=== can_id_extractor ===
[src/rtl/can_id_extractor.sv]
// -----------------------------------------------------------------------------
// can_id_extractor
//
// Front end for the CAN acceptance filter. Consumes one sampled bus level per
// nominal bit (qualified by bit_strobe), integrates onto the bus, detects SOF,
// removes stuff bits over the arbitration field (SOF .. IDE) and hands each
// base-format identifier to the filter as a single-cycle id_valid pulse.
// Extended frames and stuff violations are reported with their own pulses and
// never produce an identifier.
//
// Parameters
//   IDLE_BITS   consecutive recessive bits that declare the bus idle
//   CNT_W       width of the accepted-frame counter
//
// Ports
//   clk          system clock
//   rst          asynchronous, active-high reset
//   bit_strobe   one-cycle pulse per bit sample point; qualifies rx_bit
//   rx_bit       sampled bus level (0 = dominant, 1 = recessive)
//   id_out       identifier of the last base frame (ID10 is bit 10)
//   rtr_out      RTR bit of the last base frame
//   id_valid     one-cycle pulse; id_out/rtr_out just updated
//   ext_frame    one-cycle pulse; IDE=1 seen, frame ignored
//   stuff_err    one-cycle pulse; six equal bits inside the de-stuffed region
//   bus_idle     high while the bus is idle (waiting for SOF)
//   frame_count  number of id_valid pulses, wraps modulo 2^CNT_W
// -----------------------------------------------------------------------------
module can_id_extractor #(
    parameter int IDLE_BITS = 11,
    parameter int CNT_W     = 16
) (
    input  logic             clk,
    input  logic             rst,
    input  logic             bit_strobe,
    input  logic             rx_bit,
    output logic [10:0]      id_out,
    output logic             rtr_out,
    output logic             id_valid,
    output logic             ext_frame,
    output logic             stuff_err,
    output logic             bus_idle,
    output logic [CNT_W-1:0] frame_count
);

    // Wide enough to hold IDLE_BITS itself.
    localparam int REC_W = $clog2(IDLE_BITS + 1);

    // Field positions counted in de-stuffed data bits after SOF.
    localparam logic [3:0] FLD_ID_LAST = 4'd10;
    localparam logic [3:0] FLD_RTR     = 4'd11;

    // Five equal bits force the next bit on the wire to be a stuff bit.
    localparam logic [2:0] STUFF_RUN = 3'd5;

    typedef enum logic [1:0] {
        ST_INTEGRATE,
        ST_IDLE,
        ST_ARB
    } state_t;

    state_t           state;
    logic [REC_W-1:0] rec_cnt;   // consecutive recessive bits while integrating
    logic [2:0]       same_cnt;  // run length of equal bits on the wire
    logic             last_bit;  // previous wire bit inside ARB
    logic [3:0]       fld_idx;   // de-stuffed bit index after SOF
    logic [10:0]      id_sr;     // identifier shift register, ID10 enters first
    logic             rtr_sr;    // RTR captured ahead of the IDE decision

    // Derived combinational terms, kept separate for readability.
    logic is_stuff_slot;
    logic run_continues;
    logic rec_done;

    assign is_stuff_slot = (same_cnt == STUFF_RUN);
    assign run_continues = (rx_bit == last_bit);
    assign rec_done      = (rec_cnt == REC_W'(IDLE_BITS - 1));

    // -------------------------------------------------------------------------
    // Single sequential process: state machine, field capture and all
    // registered outputs.
    // NOTE: every register here uses non-blocking assignment so all updates
    // within one edge see the pre-edge values of the other registers.
    // -------------------------------------------------------------------------
    always_ff @(posedge clk or posedge rst) begin
        if (rst) begin
            state       <= ST_INTEGRATE;
            rec_cnt     <= '0;
            same_cnt    <= '0;
            last_bit    <= 1'b1;
            fld_idx     <= '0;
            id_sr       <= '0;
            rtr_sr      <= 1'b0;
            id_out      <= '0;
            rtr_out     <= 1'b0;
            id_valid    <= 1'b0;
            ext_frame   <= 1'b0;
            stuff_err   <= 1'b0;
            bus_idle    <= 1'b0;
            frame_count <= '0;
        end else begin
            // Pulses default low every clock so each lasts exactly one cycle,
            // whether or not the next cycle carries a strobe.
            id_valid  <= 1'b0;
            ext_frame <= 1'b0;
            stuff_err <= 1'b0;

            if (bit_strobe) begin
                case (state)
                    // Wait for IDLE_BITS recessive bits in a row; any
                    // dominant bit restarts the count.
                    ST_INTEGRATE: begin
                        if (rx_bit) begin
                            if (rec_done) begin
                                state    <= ST_IDLE;
                                bus_idle <= 1'b1;
                                rec_cnt  <= '0;
                            end else begin
                                rec_cnt <= rec_cnt + REC_W'(1);
                            end
                        end else begin
                            rec_cnt <= '0;
                        end
                    end

                    // Dominant bit on an idle bus is SOF; it is the first
                    // bit of the stuffing run.
                    ST_IDLE: begin
                        if (!rx_bit) begin
                            state    <= ST_ARB;
                            bus_idle <= 1'b0;
                            same_cnt <= 3'd1;
                            last_bit <= 1'b0;
                            fld_idx  <= '0;
                        end
                    end

                    ST_ARB: begin
                        if (is_stuff_slot) begin
                            // Stuff bit must differ from the run it breaks.
                            if (run_continues) begin
                                stuff_err <= 1'b1;
                                state     <= ST_INTEGRATE;
                                rec_cnt   <= '0;
                            end else begin
                                // Discarded, but it starts a new run.
                                same_cnt <= 3'd1;
                                last_bit <= rx_bit;
                            end
                        end else begin
                            same_cnt <= run_continues ? same_cnt + 3'd1 : 3'd1;
                            last_bit <= rx_bit;
                            fld_idx  <= fld_idx + 4'd1;

                            if (fld_idx <= FLD_ID_LAST) begin
                                id_sr <= {id_sr[9:0], rx_bit};
                            end else if (fld_idx == FLD_RTR) begin
                                rtr_sr <= rx_bit;
                            end else begin
                                // IDE bit closes the arbitration field.
                                if (!rx_bit) begin
                                    id_out      <= id_sr;
                                    rtr_out     <= rtr_sr;
                                    id_valid    <= 1'b1;
                                    frame_count <= frame_count + CNT_W'(1);
                                end else begin
                                    ext_frame <= 1'b1;
                                end
                                state   <= ST_INTEGRATE;
                                rec_cnt <= '0;
                            end
                        end
                    end

                    default: begin
                        state    <= ST_INTEGRATE;
                        rec_cnt  <= '0;
                        bus_idle <= 1'b0;
                    end
                endcase
            end
        end
    end

endmodule

[config.mk]
export PLATFORM = sky130hd
export DESIGN_NAME = can_id_extractor
export DESIGN_NICKNAME = d
export VERILOG_FILES = /design/src/rtl/can_id_extractor.sv
export SDC_FILE = /design/constraint.sdc
export NUM_CORES = 1
export LEC_CHECK = 0
export CAP_MARGIN = 10
export CORE_ASPECT_RATIO = 2
export CORE_MARGIN = 1
export CORE_UTILIZATION = 25
export CTS_CLUSTER_DIAMETER = 100
export DETAILED_ROUTE_END_ITERATION = 10
export HOLD_SLACK_MARGIN = 0.08
export RECOVER_POWER = 100
export SLEW_MARGIN = 10
export SYNTH_ARGS = -nofsm -noshare
export SYNTH_HDL_FRONTEND = slang
export SYNTH_SLANG_ARGS = --single-unit
[constraint.sdc]
create_clock -name clk -period 3.15 [get_ports clk]
set_input_delay 0.315 -clock clk [delete_from_list [all_inputs] [get_ports clk]]
set_output_delay 0.315 -clock clk [all_outputs]
set_load 0.02 [all_outputs]
=== seq_detector_prog ===
### config.mk
export PLATFORM = sky130hd
export DESIGN_NAME = seq_detector_prog
export DESIGN_NICKNAME = d
export VERILOG_FILES = /design/src/rtl/seq_detector_prog.sv
export SDC_FILE = /design/constraint.sdc
export NUM_CORES = 1
export LEC_CHECK = 0
export CAP_MARGIN = 30
export CORE_UTILIZATION = 32
export CTS_BUF_LIST = sky130_fd_sc_hd__clkbuf_8
export CTS_CLUSTER_DIAMETER = 150
export DETAILED_ROUTE_END_ITERATION = 8
export GPL_ROUTABILITY_DRIVEN = 0
export SYNTH_ARGS = -nofsm -noshare
export SYNTH_HDL_FRONTEND = slang
export SYNTH_SLANG_ARGS = --single-unit
### constraint.sdc
create_clock -name clk -period 6.1 [get_ports clk]
set_input_delay 0.61 -clock clk [delete_from_list [all_inputs] [get_ports clk]]
set_output_delay 0.61 -clock clk [all_outputs]
set_load 0.005 [all_outputs]
### src/rtl/seq_detector_prog.sv
// rtl/seq_detector_prog.sv - runtime-programmable serial pattern detector with Moore match flag
module seq_detector_prog #(
  parameter int unsigned                MAX_LEN     = 8,
  parameter int unsigned                LEN_W       = $clog2(MAX_LEN) + 1,
  parameter int unsigned                CNT_W       = 16,
  parameter logic [MAX_LEN-1:0]         DEF_PATTERN = 8'b0000_1011,
  parameter int unsigned                DEF_LEN     = 4,
  parameter bit                         DEF_OVERLAP = 1'b1
) (
  input  logic               clk,
  input  logic               rst,
  input  logic               en,
  input  logic               x,
  input  logic               cfg_load,
  input  logic [MAX_LEN-1:0] cfg_pattern,
  input  logic [LEN_W-1:0]   cfg_len,
  input  logic               cfg_overlap,
  input  logic               cnt_clr,
  output logic               z,
  output logic [CNT_W-1:0]   match_cnt,
  output logic               cfg_err
);

  localparam logic [LEN_W-1:0]   MAX_LEN_W = LEN_W'(MAX_LEN);
  localparam logic [MAX_LEN:0]   ONE_W     = (MAX_LEN + 1)'(1);
  localparam logic [CNT_W-1:0]   CNT_MAX   = '1;

  logic [MAX_LEN-1:0] pattern_q, pattern_d;
  logic [LEN_W-1:0]   len_q, len_d;
  logic               overlap_q, overlap_d;
  logic [MAX_LEN-1:0] hist_q, hist_d;
  logic [LEN_W-1:0]   fill_q, fill_d;
  logic               z_q, z_d;
  logic [CNT_W-1:0]   cnt_q, cnt_d;
  logic               cfg_err_q, cfg_err_d;

  logic [MAX_LEN-1:0] hist_n;
  logic [LEN_W-1:0]   fill_n;
  logic [MAX_LEN:0]   mask_wide;
  logic [MAX_LEN-1:0] mask;
  logic               hit;
  logic               cfg_ok;

  // Mask is built one bit wider so a full-length pattern does not overflow the shift.
  always_comb begin
    hist_n    = {hist_q[MAX_LEN-2:0], x};
    fill_n    = (fill_q >= MAX_LEN_W) ? MAX_LEN_W : fill_q + 1'b1;
    mask_wide = (ONE_W << len_q) - ONE_W;
    mask      = mask_wide[MAX_LEN-1:0];
    hit       = (fill_n >= len_q) && ((hist_n & mask) == (pattern_q & mask));
    cfg_ok    = (cfg_len != '0) && (cfg_len <= MAX_LEN_W);
  end

  always_comb begin
    pattern_d = pattern_q;
    len_d     = len_q;
    overlap_d = overlap_q;
    hist_d    = hist_q;
    fill_d    = fill_q;
    z_d       = 1'b0;
    cfg_err_d = 1'b0;
    if (cfg_load) begin
      if (cfg_ok) begin
        pattern_d = cfg_pattern;
        len_d     = cfg_len;
        overlap_d = cfg_overlap;
        hist_d    = '0;
        fill_d    = '0;
      end else begin
        cfg_err_d = 1'b1;
      end
    end else if (en) begin
      hist_d = hist_n;
      // Non-overlapping mode forgets the matched bits by emptying the fill count.
      fill_d = (hit && !overlap_q) ? '0 : fill_n;
      z_d    = hit;
    end
  end

  always_comb begin
    cnt_d = cnt_q;
    if (cnt_clr) begin
      cnt_d = '0;
    end else if (z_d && (cnt_q != CNT_MAX)) begin
      cnt_d = cnt_q + 1'b1;
    end
  end

  always_ff @(posedge clk) begin
    if (rst) begin
      pattern_q <= DEF_PATTERN;
      len_q     <= LEN_W'(DEF_LEN);
      overlap_q <= DEF_OVERLAP;
      hist_q    <= '0;
      fill_q    <= '0;
      z_q       <= 1'b0;
      cnt_q     <= '0;
      cfg_err_q <= 1'b0;
    end else begin
      pattern_q <= pattern_d;
      len_q     <= len_d;
      overlap_q <= overlap_d;
      hist_q    <= hist_d;
      fill_q    <= fill_d;
      z_q       <= z_d;
      cnt_q     <= cnt_d;
      cfg_err_q <= cfg_err_d;
    end
  end

  assign z         = z_q;
  assign match_cnt = cnt_q;
  assign cfg_err   = cfg_err_q;

endmodule

=== spi_master ===
<file path="config.mk">
export PLATFORM = sky130hd
export DESIGN_NAME = spi_master
export DESIGN_NICKNAME = d
export VERILOG_FILES = /design/src/rtl/spi_master.sv
export SDC_FILE = /design/constraint.sdc
export NUM_CORES = 1
export LEC_CHECK = 0
export CORE_MARGIN = 5
export CORE_UTILIZATION = 57
export CTS_BUF_LIST = sky130_fd_sc_hd__clkbuf_4 sky130_fd_sc_hd__clkbuf_8
export CTS_CLUSTER_SIZE = 20
export DETAILED_ROUTE_END_ITERATION = 12
export GPL_ROUTABILITY_DRIVEN = 0
export PLACE_DENSITY = 0.79
export SLEW_MARGIN = 30
export SYNTH_ARGS = -nofsm -noshare
export SYNTH_HDL_FRONTEND = slang
export SYNTH_SLANG_ARGS = --single-unit
</file>
<file path="constraint.sdc">
create_clock -name clk -period 3.1 [get_ports clk]
set_input_delay 0.31 -clock clk [delete_from_list [all_inputs] [get_ports clk]]
set_output_delay 0.31 -clock clk [all_outputs]
set_load 0.05 [all_outputs]
</file>
<file path="src/rtl/spi_master.sv">
// spi_master: parametrised full-duplex SPI master with runtime
// CPOL/CPHA and bit order, one active-low select per slave.
module spi_master #(
  parameter int DATA_WIDTH = 8,
  parameter int CLK_DIV    = 2,
  parameter int NUM_CS     = 1,
  localparam int CS_SEL_W  = NUM_CS > 1 ? $clog2(NUM_CS) : 1
) (
  input  logic                  clk,
  input  logic                  rst,
  input  logic                  start,
  input  logic [DATA_WIDTH-1:0] tx_data,
  input  logic [CS_SEL_W-1:0]   cs_sel,
  input  logic                  cpol,
  input  logic                  cpha,
  input  logic                  lsb_first,
  output logic                  ready,
  output logic [DATA_WIDTH-1:0] rx_data,
  output logic                  rx_valid,
  output logic                  sclk,
  output logic                  mosi,
  input  logic                  miso,
  output logic [NUM_CS-1:0]     cs_n
);

  localparam int EDGE_W = $clog2(2 * DATA_WIDTH + 1);
  localparam int DIV_W  = $clog2(CLK_DIV + 1);

  localparam logic [EDGE_W-1:0] EDGE_LAST = EDGE_W'(2 * DATA_WIDTH);
  localparam logic [DIV_W-1:0]  DIV_LAST  = DIV_W'(CLK_DIV - 1);

  localparam logic [1:0] IDLE  = 2'd0;
  localparam logic [1:0] LEAD  = 2'd1;
  localparam logic [1:0] XFER  = 2'd2;
  localparam logic [1:0] TRAIL = 2'd3;

  logic [1:0]            state;
  logic [DIV_W-1:0]      div_cnt;
  logic [EDGE_W-1:0]     edge_cnt;
  logic [EDGE_W-1:0]     edge_nxt;
  logic [DATA_WIDTH-1:0] tx_sh;
  logic [DATA_WIDTH-1:0] rx_sh;
  logic [DATA_WIDTH-1:0] tx_next;
  logic [DATA_WIDTH-1:0] rx_next;
  logic [DATA_WIDTH-1:0] tx_first_sh;
  logic                  tx_bit;
  logic                  tx_first_bit;
  logic                  cpol_q;
  logic                  cpha_q;
  logic                  lsb_q;
  logic                  sclk_q;
  logic                  mosi_q;
  logic [NUM_CS-1:0]     cs_n_q;
  logic                  sel_ok;
  logic                  accept;
  logic                  half_end;
  logic                  toggle;
  logic                  lead_edge;
  logic                  do_shift;
  logic                  do_sample;

  assign ready = (state == IDLE);
  assign sclk  = sclk_q;
  assign mosi  = mosi_q;
  assign cs_n  = cs_n_q;

  always_comb begin
    sel_ok   = int'(cs_sel) < NUM_CS;
    accept   = start && ready && sel_ok;
    half_end = (div_cnt == DIV_LAST);
    edge_nxt = edge_cnt + 1'b1;
    // LEAD ends with edge 1; the last XFER half-period has no edge
    toggle = half_end &&
             ((state == LEAD) ||
              ((state == XFER) && (edge_cnt != EDGE_LAST)));
    lead_edge = edge_nxt[0];
    do_shift  = toggle &&
                (cpha_q ? lead_edge
                        : (!lead_edge && (edge_nxt != EDGE_LAST)));
    do_sample = toggle && (cpha_q ? !lead_edge : lead_edge);
    tx_bit  = lsb_q ? tx_sh[0] : tx_sh[DATA_WIDTH-1];
    tx_next = lsb_q ? (tx_sh >> 1) : (tx_sh << 1);
    rx_next = lsb_q ? {miso, rx_sh[DATA_WIDTH-1:1]}
                    : {rx_sh[DATA_WIDTH-2:0], miso};
    tx_first_bit = lsb_first ? tx_data[0] : tx_data[DATA_WIDTH-1];
    tx_first_sh  = lsb_first ? (tx_data >> 1) : (tx_data << 1);
  end

  always_ff @(posedge clk) begin
    if (rst) begin
      state    <= IDLE;
      div_cnt  <= '0;
      edge_cnt <= '0;
      tx_sh    <= '0;
      rx_sh    <= '0;
      cpol_q   <= 1'b0;
      cpha_q   <= 1'b0;
      lsb_q    <= 1'b0;
      sclk_q   <= 1'b0;
      mosi_q   <= 1'b0;
      cs_n_q   <= '1;
      rx_data  <= '0;
      rx_valid <= 1'b0;
    end else begin
      rx_valid <= 1'b0;
      if (state != IDLE) begin
        div_cnt <= half_end ? '0 : div_cnt + 1'b1;
      end
      if (toggle) begin
        sclk_q   <= ~sclk_q;
        edge_cnt <= edge_nxt;
      end
      if (do_shift) begin
        mosi_q <= tx_bit;
        tx_sh  <= tx_next;
      end
      if (do_sample) begin
        rx_sh <= rx_next;
      end
      unique case (state)
        IDLE: begin
          sclk_q   <= cpol;
          mosi_q   <= 1'b0;
          cs_n_q   <= '1;
          div_cnt  <= '0;
          edge_cnt <= '0;
          if (accept) begin
            state  <= LEAD;
            cpol_q <= cpol;
            cpha_q <= cpha;
            lsb_q  <= lsb_first;
            rx_sh  <= '0;
            cs_n_q <= ~(NUM_CS'(1) << cs_sel);
            // CPHA=0 needs the first bit valid before edge 1
            if (!cpha) begin
              mosi_q <= tx_first_bit;
              tx_sh  <= tx_first_sh;
            end else begin
              tx_sh <= tx_data;
            end
          end
        end
        LEAD: begin
          if (half_end) begin
            state <= XFER;
          end
        end
        XFER: begin
          if (half_end && (edge_cnt == EDGE_LAST)) begin
            state <= TRAIL;
          end
        end
        TRAIL: begin
          if (half_end) begin
            state    <= IDLE;
            cs_n_q   <= '1;
            mosi_q   <= 1'b0;
            rx_data  <= rx_sh;
            rx_valid <= 1'b1;
          end
        end
      endcase
    end
  end

endmodule
</file>
=== spi_wavetable_regfile ===
### src/rtl/spi_wavetable_regfile.sv
// SPI Mode 0 register slave for the wavetable synth.
// Command byte {R/nW, addr[6:0]} is followed by data bytes, and the address auto-increments.
// Voice writes are staged in shadow registers and go live together when CS is released.
// Optional macro SPI_READBACK_EN drives register data on spi_miso for read commands.
// Without that macro, spi_miso is tied low.
module spi_wavetable_regfile #(
  parameter int unsigned WT_DEPTH    = 16,
  parameter int unsigned NUM_VOICES  = 2,
  parameter int unsigned SYNC_STAGES = 2
) (
  input  logic                       clk,
  input  logic                       rst_n,
  input  logic                       spi_sck,
  input  logic                       spi_mosi,
  input  logic                       spi_cs,
  output logic                       spi_miso,
  input  logic                       status_gate_active,
  input  logic                       status_osc_running,
  output logic [7:0]                 reg_control,
  output logic [7:0]                 reg_status,
  output logic [24*NUM_VOICES-1:0]   freq_bus,
  output logic [8*NUM_VOICES-1:0]    volume_bus,
  output logic [8*WT_DEPTH-1:0]      wavetable_bus,
  output logic                       commit_pulse
);

  localparam int unsigned S = SYNC_STAGES;
  localparam logic [6:0] VoiceEnd = 7'(2 + 4 * NUM_VOICES);
  localparam logic [6:0] WtBase   = 7'h10;
  localparam logic [6:0] WtEnd    = 7'(16 + WT_DEPTH);

  typedef enum logic [1:0] {StIdle, StCmd, StData} state_e;

  logic [S-1:0] sck_sync_q, mosi_sync_q, cs_sync_q;

  // Input synchronisers; index 0 is nearest the pin. CS idles high.
  always_ff @(posedge clk or negedge rst_n) begin
    if (!rst_n) begin
      sck_sync_q  <= '0;
      mosi_sync_q <= '0;
      cs_sync_q   <= '1;
    end else begin
      sck_sync_q  <= {sck_sync_q[S-2:0], spi_sck};
      mosi_sync_q <= {mosi_sync_q[S-2:0], spi_mosi};
      cs_sync_q   <= {cs_sync_q[S-2:0], spi_cs};
    end
  end

  logic sck_rise, cs_fall, cs_rise, mosi_s;
  assign sck_rise = sck_sync_q[S-2] & ~sck_sync_q[S-1];
  assign cs_fall  = ~cs_sync_q[S-2] & cs_sync_q[S-1];
  assign cs_rise  = cs_sync_q[S-2] & ~cs_sync_q[S-1];
  // MOSI is stable for half an SCK period before the rising edge, so the oldest stage is safe.
  assign mosi_s   = mosi_sync_q[S-1];

  state_e                       state_q, state_d;
  logic [2:0]                   bit_cnt_q, bit_cnt_d;
  logic [6:0]                   shift_q, shift_d;
  logic [6:0]                   addr_q, addr_d;
  logic                         rnw_q, rnw_d;
  logic [7:0]                   control_q, control_d;
  logic [WT_DEPTH-1:0][7:0]     wt_q, wt_d;
  logic [NUM_VOICES-1:0][23:0]  freq_sh_q, freq_sh_d, freq_q, freq_d;
  logic [NUM_VOICES-1:0][7:0]   vol_sh_q, vol_sh_d, vol_q, vol_d;
  logic                         dirty_q, dirty_d;
  logic                         commit_q, commit_d;

  logic [7:0] byte_in;
  logic [6:0] voff, wt_idx;
  logic       byte_done, wr_en, voice_hit, wt_hit;

  assign byte_in   = {shift_q, mosi_s};
  // A byte that completes in the same clk as the CS release is treated as aborted.
  assign byte_done = sck_rise && (bit_cnt_q == 3'd7) && !cs_rise;
  assign wr_en     = byte_done && (state_q == StData) && !rnw_q;
  assign voff      = addr_q - 7'd2;
  assign wt_idx    = addr_q - WtBase;
  assign voice_hit = (addr_q >= 7'd2) && (addr_q < VoiceEnd);
  assign wt_hit    = (addr_q >= WtBase) && (addr_q < WtEnd);

  assign reg_status = {6'b0, status_osc_running, status_gate_active};

`ifdef SPI_READBACK_EN
  logic       sck_fall;
  logic       miso_q, miso_d;
  logic [7:0] tx_q, tx_d;
  logic [7:0] rd_data;

  assign sck_fall = ~sck_sync_q[S-2] & sck_sync_q[S-1];

  // Read mux; voice reads return live values.
  always_comb begin
    rd_data = 8'h00;
    if (addr_q == 7'h00) begin
      rd_data = control_q;
    end else if (addr_q == 7'h01) begin
      rd_data = reg_status;
    end else if (voice_hit) begin
      for (int unsigned v = 0; v < NUM_VOICES; v++) begin
        if (voff[6:2] == 5'(v)) begin
          unique case (voff[1:0])
            2'd0:    rd_data = freq_q[v][7:0];
            2'd1:    rd_data = freq_q[v][15:8];
            2'd2:    rd_data = freq_q[v][23:16];
            default: rd_data = vol_q[v];
          endcase
        end
      end
    end else if (wt_hit) begin
      for (int unsigned n = 0; n < WT_DEPTH; n++) begin
        if (wt_idx == 7'(n)) rd_data = wt_q[n];
      end
    end
  end

  // MISO shifter: load a byte on the first falling edge of each data byte, then shift.
  always_comb begin
    miso_d = miso_q;
    tx_d   = tx_q;
    if (state_q == StData && rnw_q && sck_fall) begin
      if (bit_cnt_q == 3'd0) begin
        miso_d = rd_data[7];
        tx_d   = {rd_data[6:0], 1'b0};
      end else begin
        miso_d = tx_q[7];
        tx_d   = {tx_q[6:0], 1'b0};
      end
    end
    if (state_q == StIdle || cs_rise) begin
      miso_d = 1'b0;
      tx_d   = 8'h00;
    end
  end

  // MISO state.
  always_ff @(posedge clk or negedge rst_n) begin
    if (!rst_n) begin
      miso_q <= 1'b0;
      tx_q   <= 8'h00;
    end else begin
      miso_q <= miso_d;
      tx_q   <= tx_d;
    end
  end

  assign spi_miso = miso_q;
`else
  assign spi_miso = 1'b0;
`endif

  // Frame FSM, register writes and shadow commit.
  always_comb begin
    state_d   = state_q;
    bit_cnt_d = bit_cnt_q;
    shift_d   = shift_q;
    addr_d    = addr_q;
    rnw_d     = rnw_q;
    control_d = control_q;
    wt_d      = wt_q;
    freq_sh_d = freq_sh_q;
    vol_sh_d  = vol_sh_q;
    freq_d    = freq_q;
    vol_d     = vol_q;
    dirty_d   = dirty_q;
    commit_d  = 1'b0;

    unique case (state_q)
      StIdle: begin
        bit_cnt_d = 3'd0;
        if (cs_fall) state_d = StCmd;
      end
      StCmd: begin
        if (sck_rise) begin
          shift_d   = byte_in[6:0];
          bit_cnt_d = bit_cnt_q + 3'd1;
          if (bit_cnt_q == 3'd7) begin
            rnw_d   = byte_in[7];
            addr_d  = byte_in[6:0];
            state_d = StData;
          end
        end
      end
      StData: begin
        if (sck_rise) begin
          shift_d   = byte_in[6:0];
          bit_cnt_d = bit_cnt_q + 3'd1;
          if (bit_cnt_q == 3'd7) addr_d = addr_q + 7'd1;
        end
      end
      default: state_d = StIdle;
    endcase

    if (wr_en) begin
      if (addr_q == 7'h00) control_d = byte_in;
      if (voice_hit) begin
        dirty_d = 1'b1;
        for (int unsigned v = 0; v < NUM_VOICES; v++) begin
          if (voff[6:2] == 5'(v)) begin
            unique case (voff[1:0])
              2'd0:    freq_sh_d[v][7:0]   = byte_in;
              2'd1:    freq_sh_d[v][15:8]  = byte_in;
              2'd2:    freq_sh_d[v][23:16] = byte_in;
              default: vol_sh_d[v]         = byte_in;
            endcase
          end
        end
      end
      if (wt_hit) begin
        for (int unsigned n = 0; n < WT_DEPTH; n++) begin
          if (wt_idx == 7'(n)) wt_d[n] = byte_in;
        end
      end
    end

    if (cs_rise) begin
      state_d   = StIdle;
      bit_cnt_d = 3'd0;
      if (dirty_q) begin
        freq_d   = freq_sh_q;
        vol_d    = vol_sh_q;
        commit_d = 1'b1;
        dirty_d  = 1'b0;
      end
    end
  end

  // Register state.
  always_ff @(posedge clk or negedge rst_n) begin
    if (!rst_n) begin
      state_q   <= StIdle;
      bit_cnt_q <= 3'd0;
      shift_q   <= 7'd0;
      addr_q    <= 7'd0;
      rnw_q     <= 1'b0;
      control_q <= 8'h00;
      wt_q      <= '0;
      freq_sh_q <= '0;
      vol_sh_q  <= '0;
      freq_q    <= '0;
      vol_q     <= '0;
      dirty_q   <= 1'b0;
      commit_q  <= 1'b0;
    end else begin
      state_q   <= state_d;
      bit_cnt_q <= bit_cnt_d;
      shift_q   <= shift_d;
      addr_q    <= addr_d;
      rnw_q     <= rnw_d;
      control_q <= control_d;
      wt_q      <= wt_d;
      freq_sh_q <= freq_sh_d;
      vol_sh_q  <= vol_sh_d;
      freq_q    <= freq_d;
      vol_q     <= vol_d;
      dirty_q   <= dirty_d;
      commit_q  <= commit_d;
    end
  end

  assign reg_control   = control_q;
  assign freq_bus      = freq_q;
  assign volume_bus    = vol_q;
  assign wavetable_bus = wt_q;
  assign commit_pulse  = commit_q;

endmodule

### config.mk
export PLATFORM = sky130hd
export DESIGN_NAME = spi_wavetable_regfile
export DESIGN_NICKNAME = d
export VERILOG_FILES = /design/src/rtl/spi_wavetable_regfile.sv
export SDC_FILE = /design/constraint.sdc
export NUM_CORES = 1
export LEC_CHECK = 0
export CORE_MARGIN = 2
export CORE_UTILIZATION = 30
export DETAILED_ROUTE_END_ITERATION = 12
export DONT_BUFFER_PORTS = 1
export PLACE_DENSITY = 0.54
export SLEW_MARGIN = 20
export SYNTH_ARGS = -nofsm -noshare
export SYNTH_HDL_FRONTEND = slang
export SYNTH_SLANG_ARGS = --single-unit
### constraint.sdc
create_clock -name clk -period 2.29 [get_ports clk]
set_input_delay 0.229 -clock clk [delete_from_list [all_inputs] [get_ports clk]]
set_output_delay 0.229 -clock clk [all_outputs]
set_load 0.005 [all_outputs]
Figure 1. Placement by cell class (spi_master).
Drawn at 4 px/um. Fill, decap, tap and diode cells in grey.
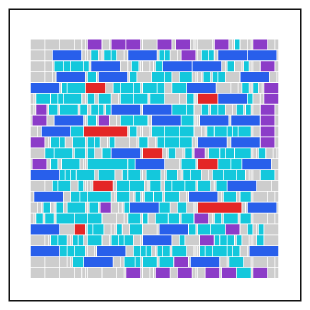
- purple: remaining buffers and delay cells (cells 32; share of their area 12%)
- blue: registers (cells 39; share of their area 30%)
- cyan: remaining logic cells (cells 201; share of their area 52%)
- red: clock drivers and dummy loads (cells 8; share of their area 5.3%)

==> flow_metrics.tcl, spi_master <==
# metrics dict for downstream scripts
set metrics [dict create \
    run_status "complete, no violations" \
    synthesized_netlist_net_count 284 \
    power_density_nw_per_um2 601 \
    dr_wl_met3_um 210 \
    drt_first_iter_violations 190 \
    master_of_the_slowest_instance_on_the_critical_path "sky130_fd_sc_hd__clkdlybuf4s50_1" \
    fin_tns_setup_ns 0 \
    sequential_cell_area_um2 781 \
    path_delay_family "buffers and inverters" \
    min_delay_worst_endpoint "rx_data[1]$_SDFFE_PP0P_" \
    timing.critical_path.cells "inv_1, ha_1, clkdlybuf4s50_1" \
    cell_internal_pwr_uw 1050 \
    holdBufCountCts 0 \
    multi_input_comb_area_um2 1320 \
    leak_pwr_uw 0.000897 \
    finalHoldWorstSlack_ns 0.456 \
    diodes 0 \
    vias_per_cell 5.98 \
    hold_viol_final 0 \
    die-height_um 72.5 \
    synthCells 261 \
    numSequentialCells 39 \
    achievable-frequency_ghz 0.433 \
    syn-cell-area_um2 2230 \
    final.signal_inverter_count 9 \
]
spi_master: logic make-up (layout without fill, tap and decap cells):
kind of cell / after synthesis / in the layout / share of synthesized area [%]
XOR/XNOR: 3 / 3 / 1.52
adder cells (fa/ha/maj): 7 / 7 / 3.93
AND-OR/OR-AND: 77 / 77 / 23.9
multiplexers: 22 / 22 / 9.94
AND/OR/NAND/NOR: 83 / 83 / 19.9
buffers and inverters: 30 / 49 / 5.73
flip-flops: 39 / 39 / 35.0
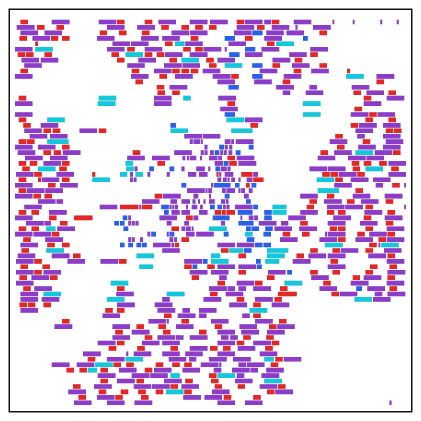
Figure 2: spi_wavetable_regfile, sizing map.
Drawn at 2 px/um.
- blue: x3 and x4 (cells 59; share 7.3%; most used buf_4)
- purple: x1 and smaller (cells 424; share 53%; most used dfrtp_1)
- cyan: x6 and larger (cells 58; share 7.2%; most used clkbuf_16)
- red: x2 (cells 264; share 33%; most used mux2_2)

==> flow_metrics.tcl, spi_wavetable_regfile <==
# metrics dict for downstream scripts
set metrics [dict create \
    master_of_the_slowest_instance_on_the_critical_path "sky130_fd_sc_hd__dfrtp_1" \
    run_status "finished with violations" \
    finalHoldWorstSlack_ns -0.584 \
    postSynth.asyncResetShare_pct 100 \
    preCtsSetupSlack_ns -0.158 \
    post_synth_aoi_oai_area_pct 1.84 \
    maxSlewViolCount 0 \
    rr_startpoint "bit_cnt_q[0]$_DFFE_PN0P_" \
    layout.cells.non_filler 1316 \
    clk_transition_reported_paths_ns 0.06 \
    synthDistinctLibCells 46 \
    hold_viol_final 292 \
    logic_family "multiplexers" \
    num-fill-cells 3656 \
    hold_path_class "in2async" \
    final_setup_violating_endpoints 0 \
    numClockSinks 292 \
    synth-edff-count 0 \
    seq-cell-share_pct 53.4 \
    area_growth_pct 18.2 \
    synth.mux.area_fraction_pct 27.1 \
    rows 71 \
    placement.cell_area_um2 12400 \
    syn-cell-area_um2 11600 \
    failed_checks "negative hold slack" \
]
spi_wavetable_regfile: layer usage:
| layer | GRT usage [%] | up-vias | share of wire, % |
|---|---|---|---|
| li1 | - | 2706 | - |
| met1 | 17.5 | 3272 | 42 |
| met2 | 23.6 | 153 | 49 |
| met3 | 4.51 | 37 | 7.0 |
| met4 | 4.55 | 0 | 2.0 |
| met5 | 0 | - | 0 |
spi_wavetable_regfile: power by group:
part | internal (uW) | switching (uW) | total, uW | leakage (uW)
Sequential | 5230 | 229 | 5460 | 0.00405
Combinational | 273 | 620 | 893 | 0.00245
Clock | 3580 | 2130 | 5710 | 0.000587
Figure 3. Gate families picked out (seq_detector_prog).
Drawn at 4 px/um.
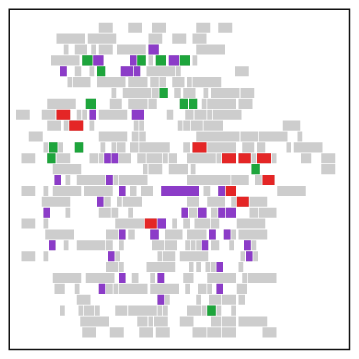
- green: and/or cells (cells 14)
- red: non-inverting ao/oa cells (cells 10)
- purple: aoi and oai cells (cells 38)

==> flow_metrics.tcl, seq_detector_prog <==
# metrics dict for downstream scripts
set metrics [dict create \
    worst-path-stages 7 \
    achievable-frequency_ghz 0.355 \
    run_status "complete, no violations" \
    placement.cell_area_um2 2570 \
    synth.yosys.warnings 0 \
    leak_pwr_uw 0.000977 \
    postSynth.asyncResetShare_pct 0 \
    grt_antenna_before_repair 0 \
    r2r.worst_path.cells 10 \
    io-pin-count 37 \
    total_power_uw 628 \
    dr_wl_met3_um 110 \
    peak_per_stage_delay_on_the_critical_path_ns 0.64 \
    postRouteAntennaNets 0 \
    drt_first_iter_violations 129 \
    lay_top_count "sky130_fd_sc_hd__nand2_1" \
    hpwl_um 3470 \
    worst-endpoint-arrival_ns 3.02 \
    synth-edff-count 0 \
]
## seq_detector_prog: layout make-up
type	instances	area share (%)
timing repair buffer	37	13.6
clock buffer	6	3.04
multi-input combinational	202	45.4
clock inverter	2	2.21
tap	77	3.55
sequential	42	31.0
inverter	9	1.24
## seq_detector_prog: registers in the layout (all words and copies together) (netlist names)
signal / flops
pattern_q: 8
overlap_q: 1
cfg_err: 1
fill_q: 4
hist_q: 7
len_q: 4
match_cnt: 16
z: 1
## seq_detector_prog: power breakdown
part           switching [uW]  internal (uW)
Clock                     100            175
Sequential               7.42            281
Combinational            35.4           30.2
Total                     143            485
Figure 4. Sizing map (can_id_extractor).
Drawn at 3 px/um.
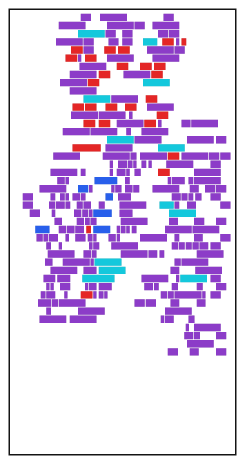
- purple: x1 and smaller (cells 220; share 83%; most used dfrtp_1)
- cyan: x6 and larger (cells 12; share 4.5%; most used clkbuf_16)
- red: x2 (cells 27; share 10%; most used mux2_2)
- blue: x3 and x4 (cells 6; share 2.3%)
layout overhead on the synthesized area: 28.9%
Post-Layout Inst Area: 3430 um^2

==> flow_metrics.tcl, can_id_extractor <==
# metrics dict for downstream scripts
set metrics [dict create \
    worst_slew_pin_slew_ns 1.41 \
    top_power_group "the clock network" \
    final-nonclk-buf-share_pct 10.6 \
    startpoint_of_the_lowest_slack_hold_path "frame_count[15]$_DFFE_PP0P_" \
    vias_per_cell 4.46 \
    hold_viol_final 0 \
    register_ranked_first_by_flip_flop_count "frame_count" \
    netlist.top_cell.by_area "sky130_fd_sc_hd__dfrtp_1" \
    grt_antenna_before_repair 0 \
    final_setup_violating_endpoints 0 \
    synth-edff-count 0 \
    route.met2.wl_um 2750 \
    topCellsByArea "sky130_fd_sc_hd__dfrtp_1 (54%), sky130_fd_sc_hd__mux2_2 (10%), sky130_fd_sc_hd__xnor2_1 (4.6%)" \
    fin_tns_setup_ns 0 \
    rows 53 \
    run_status "complete, no violations" \
    clock_power_share_pct 47.9 \
    clkCellAreaFrac_pct 8.71 \
    synth.cellmix.simpleShare_pct 15.9 \
    clk_transition_reported_paths_ns 0.05 \
    layout.cells.non_filler 402 \
    fp.coreArea_um2 10400 \
    synth_adder_area_share_pct 3.29 \
    insertion_delay_ns 0.32 \
    achievable-frequency_ghz 0.422 \
    comb_area_share_pct 32.7 \
    clock_tree.htree_level_count 3 \
    crit_type "reg2reg" \
    detail_route.first_pass.iterations 4 \
    post_drt_wl_per_cell_um 12.8 \
    reg2reg_setup_slack_ns 0.78 \
    cts_tree "built" \
    n_tap_cell 137 \
    multi_input_comb_area_um2 1120 \
    cp-start-kind "flip-flop" \
    cp-end-kind "flip-flop" \
    post-cts-setup-buffers 0 \
    top_area_share_pct 53.5 \
    master_of_the_slowest_instance_on_the_critical_path "sky130_fd_sc_hd__a211oi_1" \
    final.signal_inverter_count 7 \
    numClockSinks 58 \
    reg2reg_capture_point "rec_cnt[1]$_DFFE_PP0P_" \
    n_all_buffers 37 \
    placement.cell_area_um2 3160 \
]
[can_id_extractor: worst max-delay path by stage]
stage | end | slack [ns] | cells after the start
final | rec_cnt[1]$_DFFE_PP0P_ | 0.78 | 5
after floorplan | frame_count[1]$_DFFE_PP0P_ | 1.31 | 6
after global placement | rec_cnt[1]$_DFFE_PP0P_ | 0.84 | 5
after detailed placement | rec_cnt[1]$_DFFE_PP0P_ | 0.76 | 5
after global routing | rec_cnt[1]$_DFFE_PP0P_ | 0.58 | 6
after CTS | id_out[6]$_DFFE_PP0P_ | 1.08 | 6


==> notes/layouts.md <==
Pictures saved along the way, in no particular order.

Congestion heat map.
panel A
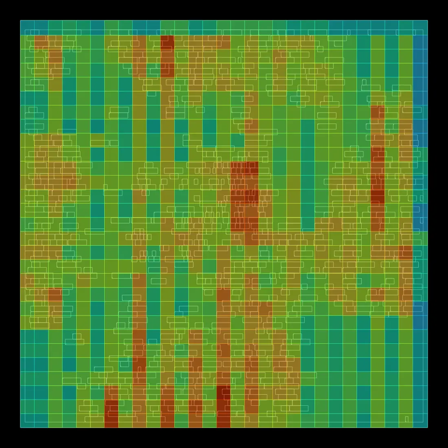
panel B
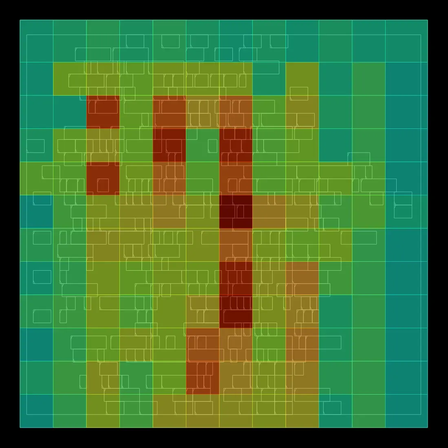
panel C
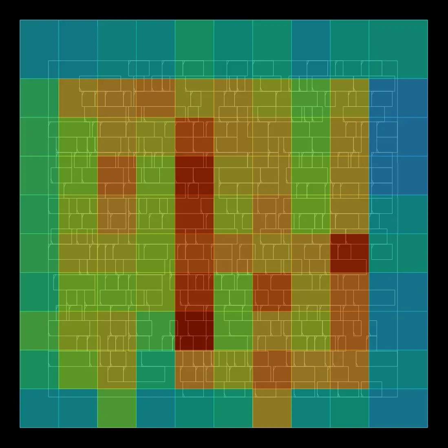
panel D
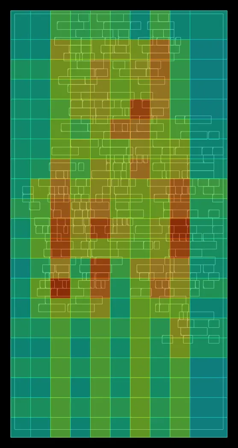
Panel D comes from can_id_extractor.
Panel C comes from spi_master.
Panel B comes from seq_detector_prog.
Panel A comes from spi_wavetable_regfile.
Of these, highest track usage: panel C
Of these, highest utilization: panel C


==> screenshots <==
Metal 3.
image #1
Drawn at 6 px/um.
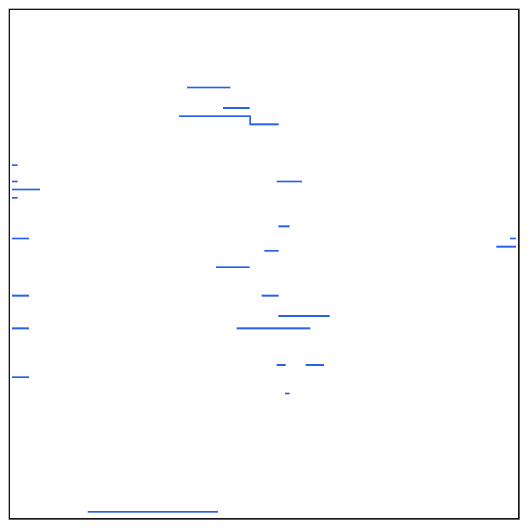
image #2
Drawn at 6 px/um.
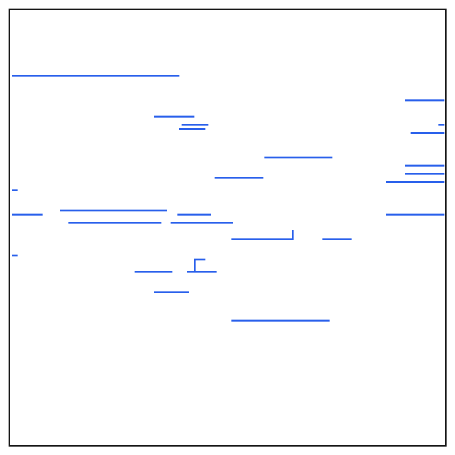
image #3
Drawn at 2 px/um.
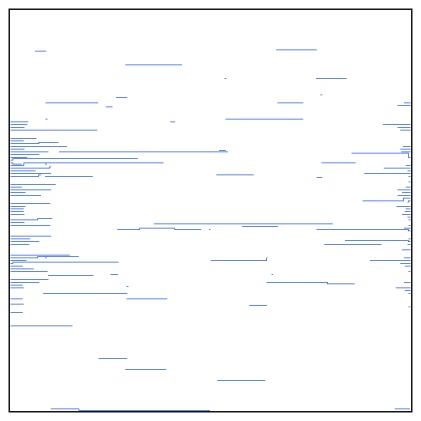
image #4
Drawn at 4 px/um.
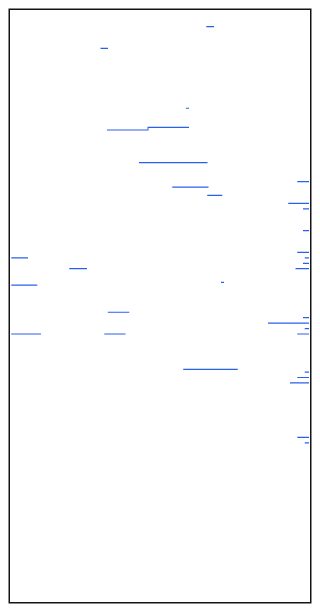
- smallest die: image #2
- spi_wavetable_regfile = image #3
- spi_master = image #2
- can_id_extractor = image #4
- seq_detector_prog = image #1

Power is estimated from default activity; no workload was simulated.
